######## spiio_slave ########
Fig. 1: spiio_slave, I/O pins on the die edge
(4 px per µm) Pins as bars across the die edge, other pins in grey.
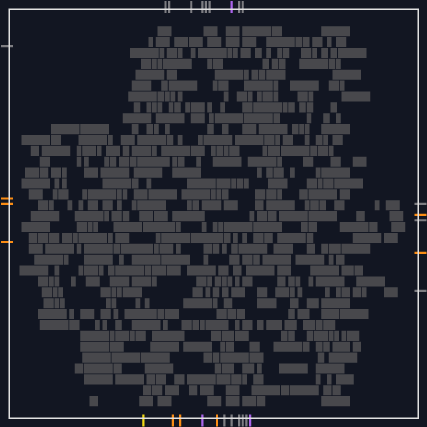

`src/rtl/spiio_slave.sv`:
```
// SPI target (Mode 0, MSB first, 8/16-bit frames) with CPU-visible rx/tx holding registers on the SuperIO register bus.
// Latency: pin edges act SYNC_STAGES+2 clk after the pin change; register reads return DO one clock after the cs & rw edge.
// Backpressure: none on SPI (the master owns timing); an unread rx word causes later frames to be dropped with OVR set, a missing tx word sends fill.
module spiio_slave #(
    parameter int SYNC_STAGES = 2
) (
    input  logic       clk,
    input  logic       rst,
    input  logic [2:0] AD,
    input  logic [7:0] DI,
    output logic [7:0] DO,
    input  logic       rw,
    input  logic       cs,
    output logic       irq,
    input  logic       sck,
    input  logic       ss_n,
    input  logic       mosi,
    output logic       miso,
    output logic       miso_oe
);

    // Synchronizers and registered edge pulses
    logic [SYNC_STAGES-1:0] sck_sync;
    logic [SYNC_STAGES-1:0] ss_sync;
    logic [SYNC_STAGES-1:0] mosi_sync;
    logic                   sck_d;
    logic                   ss_d;
    logic                   mosi_d;
    logic                   sck_rise;
    logic                   sck_fall;
    logic                   ss_fall;
    logic                   ss_rise;

    // Shift engine
    logic [4:0]  bit_cnt;
    logic [14:0] shift_rx;
    logic [15:0] shift_tx;
    logic        frame_16b;

    // CPU-visible state
    logic [15:0] rx_data;
    logic [15:0] tx_data;
    logic [7:0]  fill;
    logic        rxf;
    logic        txf;
    logic        txe;
    logic        ovr;
    logic        cfg_16b;
    logic        rie;
    logic        tie;

    // Decoded strobes and datapath helpers
    logic        sel;
    logic        wr;
    logic        rd;
    logic        rd1;
    logic        wr1;
    logic        wr2;
    logic [4:0]  n_bits;
    logic [15:0] rx_word;
    logic [15:0] rx_new;
    logic [15:0] tx_load;
    logic        load_req;
    logic        frame_done;
    logic        rx_take;
    logic        rx_ovr;
    logic [7:0]  status;
    logic [7:0]  rd_val;

    // The edge pulse is registered one stage past the last sync flop; mosi_d keeps mosi aligned with it
    always_ff @(posedge clk) begin
        if (!rst) begin
            sck_sync  <= '0;
            ss_sync   <= '1;
            mosi_sync <= '0;
            sck_d     <= 1'b0;
            ss_d      <= 1'b1;
            mosi_d    <= 1'b0;
            sck_rise  <= 1'b0;
            sck_fall  <= 1'b0;
            ss_fall   <= 1'b0;
            ss_rise   <= 1'b0;
        end else begin
            sck_sync  <= {sck_sync[SYNC_STAGES-2:0], sck};
            ss_sync   <= {ss_sync[SYNC_STAGES-2:0], ss_n};
            mosi_sync <= {mosi_sync[SYNC_STAGES-2:0], mosi};
            sck_d     <= sck_sync[SYNC_STAGES-1];
            ss_d      <= ss_sync[SYNC_STAGES-1];
            mosi_d    <= mosi_sync[SYNC_STAGES-1];
            sck_rise  <= sck_sync[SYNC_STAGES-1] & ~sck_d;
            sck_fall  <= ~sck_sync[SYNC_STAGES-1] & sck_d;
            ss_fall   <= ~ss_sync[SYNC_STAGES-1] & ss_d;
            ss_rise   <= ss_sync[SYNC_STAGES-1] & ~ss_d;
        end
    end

    // Bus decode, frame bookkeeping and the word that a shift_tx load would take
    always_comb begin
        sel        = ~ss_d;
        wr         = cs & ~rw;
        rd         = cs & rw;
        rd1        = rd & (AD == 3'd1);
        wr1        = wr & (AD == 3'd1);
        wr2        = wr & (AD == 3'd2);
        n_bits     = frame_16b ? 5'd16 : 5'd8;
        rx_word    = {shift_rx, mosi_d};
        rx_new     = frame_16b ? rx_word : {8'h00, rx_word[7:0]};
        tx_load    = txf ? tx_data : {8'hFF, fill};
        load_req   = ss_fall | (sel & sck_fall & (bit_cnt == 5'd0));
        frame_done = sel & sck_rise & ((bit_cnt + 5'd1) == n_bits);
        // A read of $1 on the completion clock frees the holding register for the new word
        rx_take    = frame_done & (~rxf | rd1);
        rx_ovr     = frame_done & rxf & ~rd1;
        status     = {rxf, txe, ovr, sel, cfg_16b, 1'b0, rie, tie};
        case (AD)
            3'd0:    rd_val = rx_data[15:8];
            3'd1:    rd_val = rx_data[7:0];
            3'd2:    rd_val = status;
            3'd3:    rd_val = fill;
            default: rd_val = 8'h00;
        endcase
    end

    // Bit counter and shift registers; ss_n edges take priority over sck edges
    always_ff @(posedge clk) begin
        if (!rst) begin
            bit_cnt   <= 5'd0;
            shift_rx  <= 15'd0;
            shift_tx  <= 16'hFFFF;
            frame_16b <= 1'b0;
        end else if (ss_fall) begin
            frame_16b <= cfg_16b;
            bit_cnt   <= 5'd0;
            shift_tx  <= tx_load;
        end else if (ss_rise) begin
            bit_cnt   <= 5'd0;
        end else if (sel) begin
            if (sck_rise) begin
                shift_rx <= rx_word[14:0];
                bit_cnt  <= frame_done ? 5'd0 : bit_cnt + 5'd1;
            end
            if (sck_fall) begin
                if (bit_cnt == 5'd0) begin
                    shift_tx <= tx_load;
                end else begin
                    shift_tx <= {shift_tx[14:0], 1'b1};
                end
            end
        end
    end

    // Holding registers and status flags; CPU writes win over same-edge hardware updates of TXF/TXE
    always_ff @(posedge clk) begin
        if (!rst) begin
            rx_data <= 16'h0000;
            tx_data <= 16'hFFFF;
            fill    <= 8'hFF;
            rxf     <= 1'b0;
            txf     <= 1'b0;
            txe     <= 1'b1;
            ovr     <= 1'b0;
            cfg_16b <= 1'b0;
            rie     <= 1'b0;
            tie     <= 1'b0;
        end else begin
            if (wr && AD == 3'd0) begin
                tx_data[15:8] <= DI;
            end
            if (wr1) begin
                tx_data[7:0] <= DI;
            end
            if (wr && AD == 3'd3) begin
                fill <= DI;
            end
            if (wr2) begin
                cfg_16b <= DI[3];
                rie     <= DI[1];
                tie     <= DI[0];
            end
            if (wr1) begin
                txf <= 1'b1;
                txe <= 1'b0;
            end else if (load_req && txf) begin
                txf <= 1'b0;
                txe <= 1'b1;
            end
            if (rx_take) begin
                rx_data <= rx_new;
                rxf     <= 1'b1;
            end else if (rd1) begin
                rxf     <= 1'b0;
            end
            if (rx_ovr) begin
                ovr <= 1'b1;
            end else if (rd1 && !frame_done) begin
                ovr <= 1'b0;
            end else if (wr2 && DI[5]) begin
                ovr <= 1'b0;
            end
        end
    end

    // Registered read data, updated only on read cycles
    always_ff @(posedge clk) begin
        if (!rst) begin
            DO <= 8'h00;
        end else if (rd) begin
            DO <= rd_val;
        end
    end

    assign irq     = (rie & (rxf | ovr)) | (tie & txe);
    assign miso    = sel ? (frame_16b ? shift_tx[15] : shift_tx[7]) : 1'b1;
    assign miso_oe = sel;

endmodule
```
`config.mk`:
```
export PLATFORM = sky130hd
export DESIGN_NAME = spiio_slave
export DESIGN_NICKNAME = d
export VERILOG_FILES = /design/src/rtl/spiio_slave.sv
export SDC_FILE = /design/constraint.sdc
export NUM_CORES = 1
export LEC_CHECK = 0
export ABC_CLOCK_PERIOD_IN_PS = 2900
export CORE_MARGIN = 2
export CORE_UTILIZATION = 46
export DETAILED_ROUTE_END_ITERATION = 10
export PLACE_DENSITY_LB_ADDON = 0.3
export SYNTH_ARGS = -nofsm -noshare
export SYNTH_HDL_FRONTEND = slang
export SYNTH_SLANG_ARGS = --single-unit
```
`constraint.sdc`:
```
create_clock -name clk -period 2.9 [get_ports clk]
set_input_delay 0.58 -clock clk [delete_from_list [all_inputs] [get_ports clk]]
set_output_delay 0.58 -clock clk [all_outputs]
set_load 0.005 [all_outputs]
```
######## ram_arbiter ########
<file path="src/rtl/ram_arbiter.sv">
// ram_arbiter: shares one single-port 8-bit RAM between requester A (CPU)
// and requester B (DMA/video). Contended cycles use round-robin with bursts
// of up to MAX_BURST back-to-back grants to one side while the other waits.
// Ports:
//   clk, rst                  clock, asynchronous active-high reset
//   req_x/we_x/addr_x/wdata_x request side x (x = a, b)
//   gnt_x                     combinational accept for side x
//   rdata_x/rvalid_x          read return, one cycle after a read grant
//   ram_we/ram_addr/ram_di    drive to the RAM
//   ram_do                    RAM read data (address of the previous cycle)
module ram_arbiter #(
    parameter int ADDR_BITS = 16,
    parameter int MAX_BURST = 1,
    parameter int CNT_BITS  = 4
) (
    input  logic                 clk,
    input  logic                 rst,
    input  logic                 req_a,
    input  logic                 we_a,
    input  logic [ADDR_BITS-1:0] addr_a,
    input  logic [7:0]           wdata_a,
    output logic                 gnt_a,
    output logic [7:0]           rdata_a,
    output logic                 rvalid_a,
    input  logic                 req_b,
    input  logic                 we_b,
    input  logic [ADDR_BITS-1:0] addr_b,
    input  logic [7:0]           wdata_b,
    output logic                 gnt_b,
    output logic [7:0]           rdata_b,
    output logic                 rvalid_b,
    output logic                 ram_we,
    output logic [ADDR_BITS-1:0] ram_addr,
    output logic [7:0]           ram_di,
    input  logic [7:0]           ram_do
);

    localparam logic [0:0] SIDE_A = 1'b0;
    localparam logic [0:0] SIDE_B = 1'b1;

    localparam logic [CNT_BITS-1:0] MAX_C = CNT_BITS'(MAX_BURST);
    localparam logic [CNT_BITS-1:0] ONE_C = CNT_BITS'(1);

    logic [0:0]          last_q, last_d;
    logic [CNT_BITS-1:0] burst_q, burst_d;
    logic                rvalid_a_q, rvalid_a_d;
    logic                rvalid_b_q, rvalid_b_d;

    logic both;
    logic keep_last;
    logic pick_b;

    assign both = req_a & req_b;

    // The last side only keeps the RAM while it is inside an unbroken
    // burst. After an idle cycle (count 0) the other side wins, which is
    // what makes A win the first contended cycle out of reset (last = B).
    assign keep_last = (burst_q != '0) && (burst_q < MAX_C);

    always_comb begin
        pick_b = req_b;
        if (both) begin
            if (keep_last) begin
                pick_b = (last_q == SIDE_B);
            end else begin
                pick_b = (last_q == SIDE_A);
            end
        end
    end

    assign gnt_a = ~rst & req_a & ~pick_b;
    assign gnt_b = ~rst & req_b & pick_b;

    always_comb begin
        last_d  = last_q;
        burst_d = burst_q;
        if (gnt_a | gnt_b) begin
            if ((gnt_b ? SIDE_B : SIDE_A) == last_q) begin
                if (burst_q < MAX_C) begin
                    burst_d = burst_q + ONE_C;
                end
            end else begin
                last_d  = gnt_b ? SIDE_B : SIDE_A;
                burst_d = ONE_C;
            end
        end else begin
            burst_d = '0;
        end
    end

    assign rvalid_a_d = gnt_a & ~we_a;
    assign rvalid_b_d = gnt_b & ~we_b;

    always_ff @(posedge clk or posedge rst) begin
        if (rst) begin
            last_q     <= SIDE_B;
            burst_q    <= '0;
            rvalid_a_q <= 1'b0;
            rvalid_b_q <= 1'b0;
        end else begin
            last_q     <= last_d;
            burst_q    <= burst_d;
            rvalid_a_q <= rvalid_a_d;
            rvalid_b_q <= rvalid_b_d;
        end
    end

    assign ram_addr = gnt_b ? addr_b : addr_a;
    assign ram_di   = gnt_b ? wdata_b : wdata_a;
    assign ram_we   = (gnt_a & we_a) | (gnt_b & we_b);

    assign rvalid_a = rvalid_a_q;
    assign rvalid_b = rvalid_b_q;
    assign rdata_a  = ram_do;
    assign rdata_b  = ram_do;

endmodule

</file>
<file path="config.mk">
export PLATFORM = sky130hd
export DESIGN_NAME = ram_arbiter
export DESIGN_NICKNAME = d
export VERILOG_FILES = /design/src/rtl/ram_arbiter.sv
export SDC_FILE = /design/constraint.sdc
export NUM_CORES = 1
export LEC_CHECK = 0
export CORE_UTILIZATION = 23
export DETAILED_ROUTE_END_ITERATION = 10
export PLACE_DENSITY = 0.85
export RECOVER_POWER = 50
export SLEW_MARGIN = 20
export SYNTH_ARGS = -nofsm -noshare
export SYNTH_HDL_FRONTEND = slang
export SYNTH_SLANG_ARGS = --single-unit
</file>
<file path="constraint.sdc">
create_clock -name clk -period 2.3 [get_ports clk]
set_clock_uncertainty 0.05 [all_clocks]
set_input_delay 0.345 -clock clk [delete_from_list [all_inputs] [get_ports clk]]
set_output_delay 0.345 -clock clk [all_outputs]
set_load 0.1 [all_outputs]
</file>
Fig. 2: ram_arbiter, cell outlines without signal wires
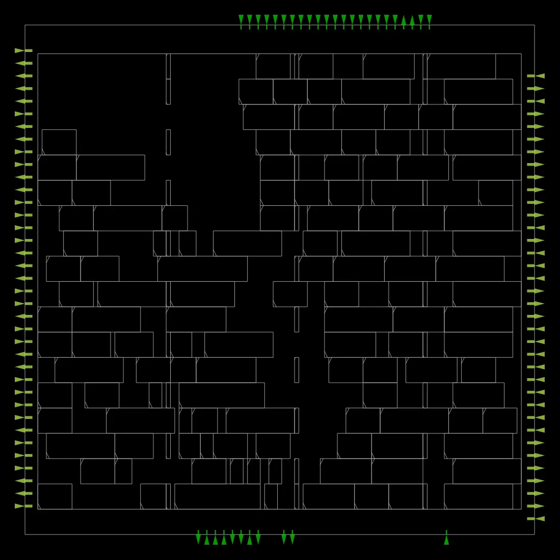
fill count: 190
final instance count without filler cells: 157
sequential cell count: 3
sequential portion of the cell area: 4.55%

==> flow_summary.json, ram_arbiter <==
{
  "outcome": "finished clean",
  "grt_usage_pct": 16.3,
  "finalCritPeriodShare_pct": 95.3,
  "gr-usage-met2_pct": 31.3,
  "dp.cells": 153,
  "grt_setup_unrepaired": "false",
  "area_delta_synth_final_pct": 162,
  "die_y_um": 54.8,
  "die-width_um": 54.8,
  "power.switching_uw": 417,
  "globalRoute.busiestLayer": "met2",
  "layout_top_cell": "sky130_fd_sc_hd__clkdlybuf4s50_1",
  "power.combinational.fraction_pct": 81.0,
  "crit_fanout": 10,
  "final_period_minus_worst_setup_slack_ps": 2190
}
ram_arbiter: through the flow:
stage	cell area [µm²]	utilization (%)	hold slack (ps)	power (mW)
floorplan	656	-	53.2	0.592
global placement	1680	65.8	465	0.734
detailed placement	1680	65.8	537	0.744
CTS	1700	66.9	285	0.843
global route	1680	66.0	298	0.856
finish	1680	66.0	289	0.830
ram_arbiter: worst max-delay path: cells and delay by family:
family	cells	cell delay, ps
muxes	1	320
buffers and inverters	4	950
and+or+nand+nor	1	180
ram_arbiter: registers in the layout (all words and copies together) (netlist names):
signal / cells
rvalid_b: 1
rvalid_a: 1
last_q: 1
ram_arbiter: synth_stat cells (all sizes together):
master / n / area [µm²]
a21oi: 1 / 5.00
a22o: 1 / 8.76
buf: 18 / 151
dfrtp: 2 / 50.1
dfstp: 1 / 26.3
inv: 2 / 7.51
mux2: 24 / 338
nand2: 1 / 3.75
nand3: 1 / 17.5
nor2: 2 / 7.51
nor2b: 2 / 12.5
nor3b: 1 / 12.5
ram_arbiter: final cells by class:
type / instances / share of cell area, %
inverters: 2 / 0.447
clock buffers: 4 / 1.56
multi-input cells: 33 / 25.0
repair buffers: 85 / 66.2
well taps: 30 / 2.24
flip-flops and latches: 3 / 4.55
Fig. 3: spiio_slave, nets reached from selected ports
(3 px per µm)
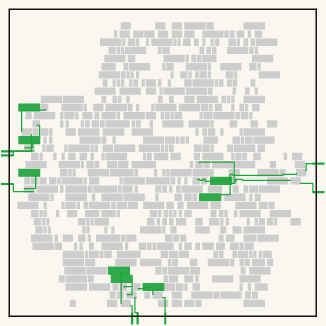
green -> DO  # bits 8, direction output, edge 3 west, 3 south, 2 east, end cells 8, buffers 8, wire 218 µm

About Fig. 1:
yellow -> mosi  # pins 1, direction input, edge south
purple -> AD  # pins 3, direction input, edge 2 south, 1 north
orange -> DO  # pins 8, direction output, edge 3 west, 3 south, 2 east

==> flow_summary.json, spiio_slave <==
{
  "grt_pass1_wl_um": 16100,
  "use_met1_pct": 26.8,
  "combined_buffer_and_inverter_count_along_the_critical_path": 1,
  "chip_area_um2": 10400,
  "die-width_um": 102,
  "critical_path.endpoint_type": "primary output",
  "remaining_drc_errors": 0,
  "antennaDiodeCount": 0,
  "pg_seq_mw": 1.48,
  "outcome": "finished clean",
  "worst-endpoint-arrival_ps": 1810,
  "topRoutingLayerUsed": "met4",
  "share_seq_of_total_power_pct": 60.6,
  "maximum_vdd_ir_drop_uv": 213,
  "layout_top_registers": "rx_data: 16 flops, shift_tx: 16 flops, tx_data: 16 flops",
  "grt_usage_pct": 20.1,
  "synth_flops": 105,
  "io_pins": 29,
  "placeableCoreArea_um2": 9280,
  "die_y_um": 102,
  "pin_count_of_the_biggest_net_entering_global_routing": 50,
  "cp.required_ps": 2320,
  "num-nets-final": 539,
  "path_depth": 3,
  "yosys-stat-cells": 501,
  "worst_hold_start": "sck_sync[1]"
}
spiio_slave: final cells by class:
cell class	instances	area share, %
multi-input cells	348	42.3
inverters	14	1.06
clock buffers	12	2.93
repair buffers	40	7.42
flip-flops and latches	105	42.4
well taps	129	3.26
clock inverters	4	0.581
spiio_slave: stage by stage:
stage | utilization (%) | setup slack (ps) | instance area [µm²] | std cells
3_3_place_gp | 51.5 | 412 | 4780 | 636
2_1_floorplan | - | 871 | 4410 | 501
6_report | 53.4 | 510 | 4950 | 652
4_1_cts | 53.4 | 476 | 4950 | 652
3_5_place_dp | 51.5 | 389 | 4780 | 636
5_1_grt | 53.4 | 387 | 4950 | 652
spiio_slave: Yosys cell counts (all sizes together) (8+ instances only):
master / instances
nand2: 124
dfxtp: 105
nand3: 39
a21oi: 27
mux2i: 26
clkbuf: 24
o211ai: 24
a21boi: 19
nor2: 15
nor2b: 15
inv: 14
buf: 10
a22oi: 8
spiio_slave: logic make-up after synthesis:
| logic type | share of synthesized area, % |
|---|---|
| adders and majority gates | 0.852 |
| DFF | 47.7 |
| and+or+nand+nor | 22.1 |
| xor gates and xnor gates | 0.795 |
| buffers and inverters | 4.83 |
| muxes | 9.49 |
| AOI/OAI and AO/OA | 14.2 |


==> layout pictures side by side <==
Routed metal, one colour a layer.
panel A
(4 px per µm) Two of the layers only.
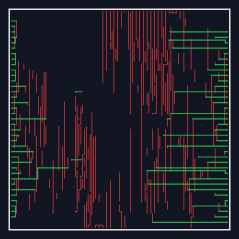
panel B
(3 px per µm) Two of the layers only.
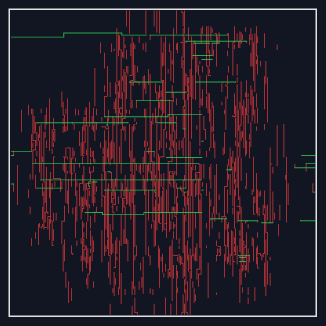
Panel A is ram_arbiter.
Panel B is spiio_slave.
The one with the largest die is panel B.
The one with the most wire is panel B.

Power is estimated from default activity; no workload was simulated.
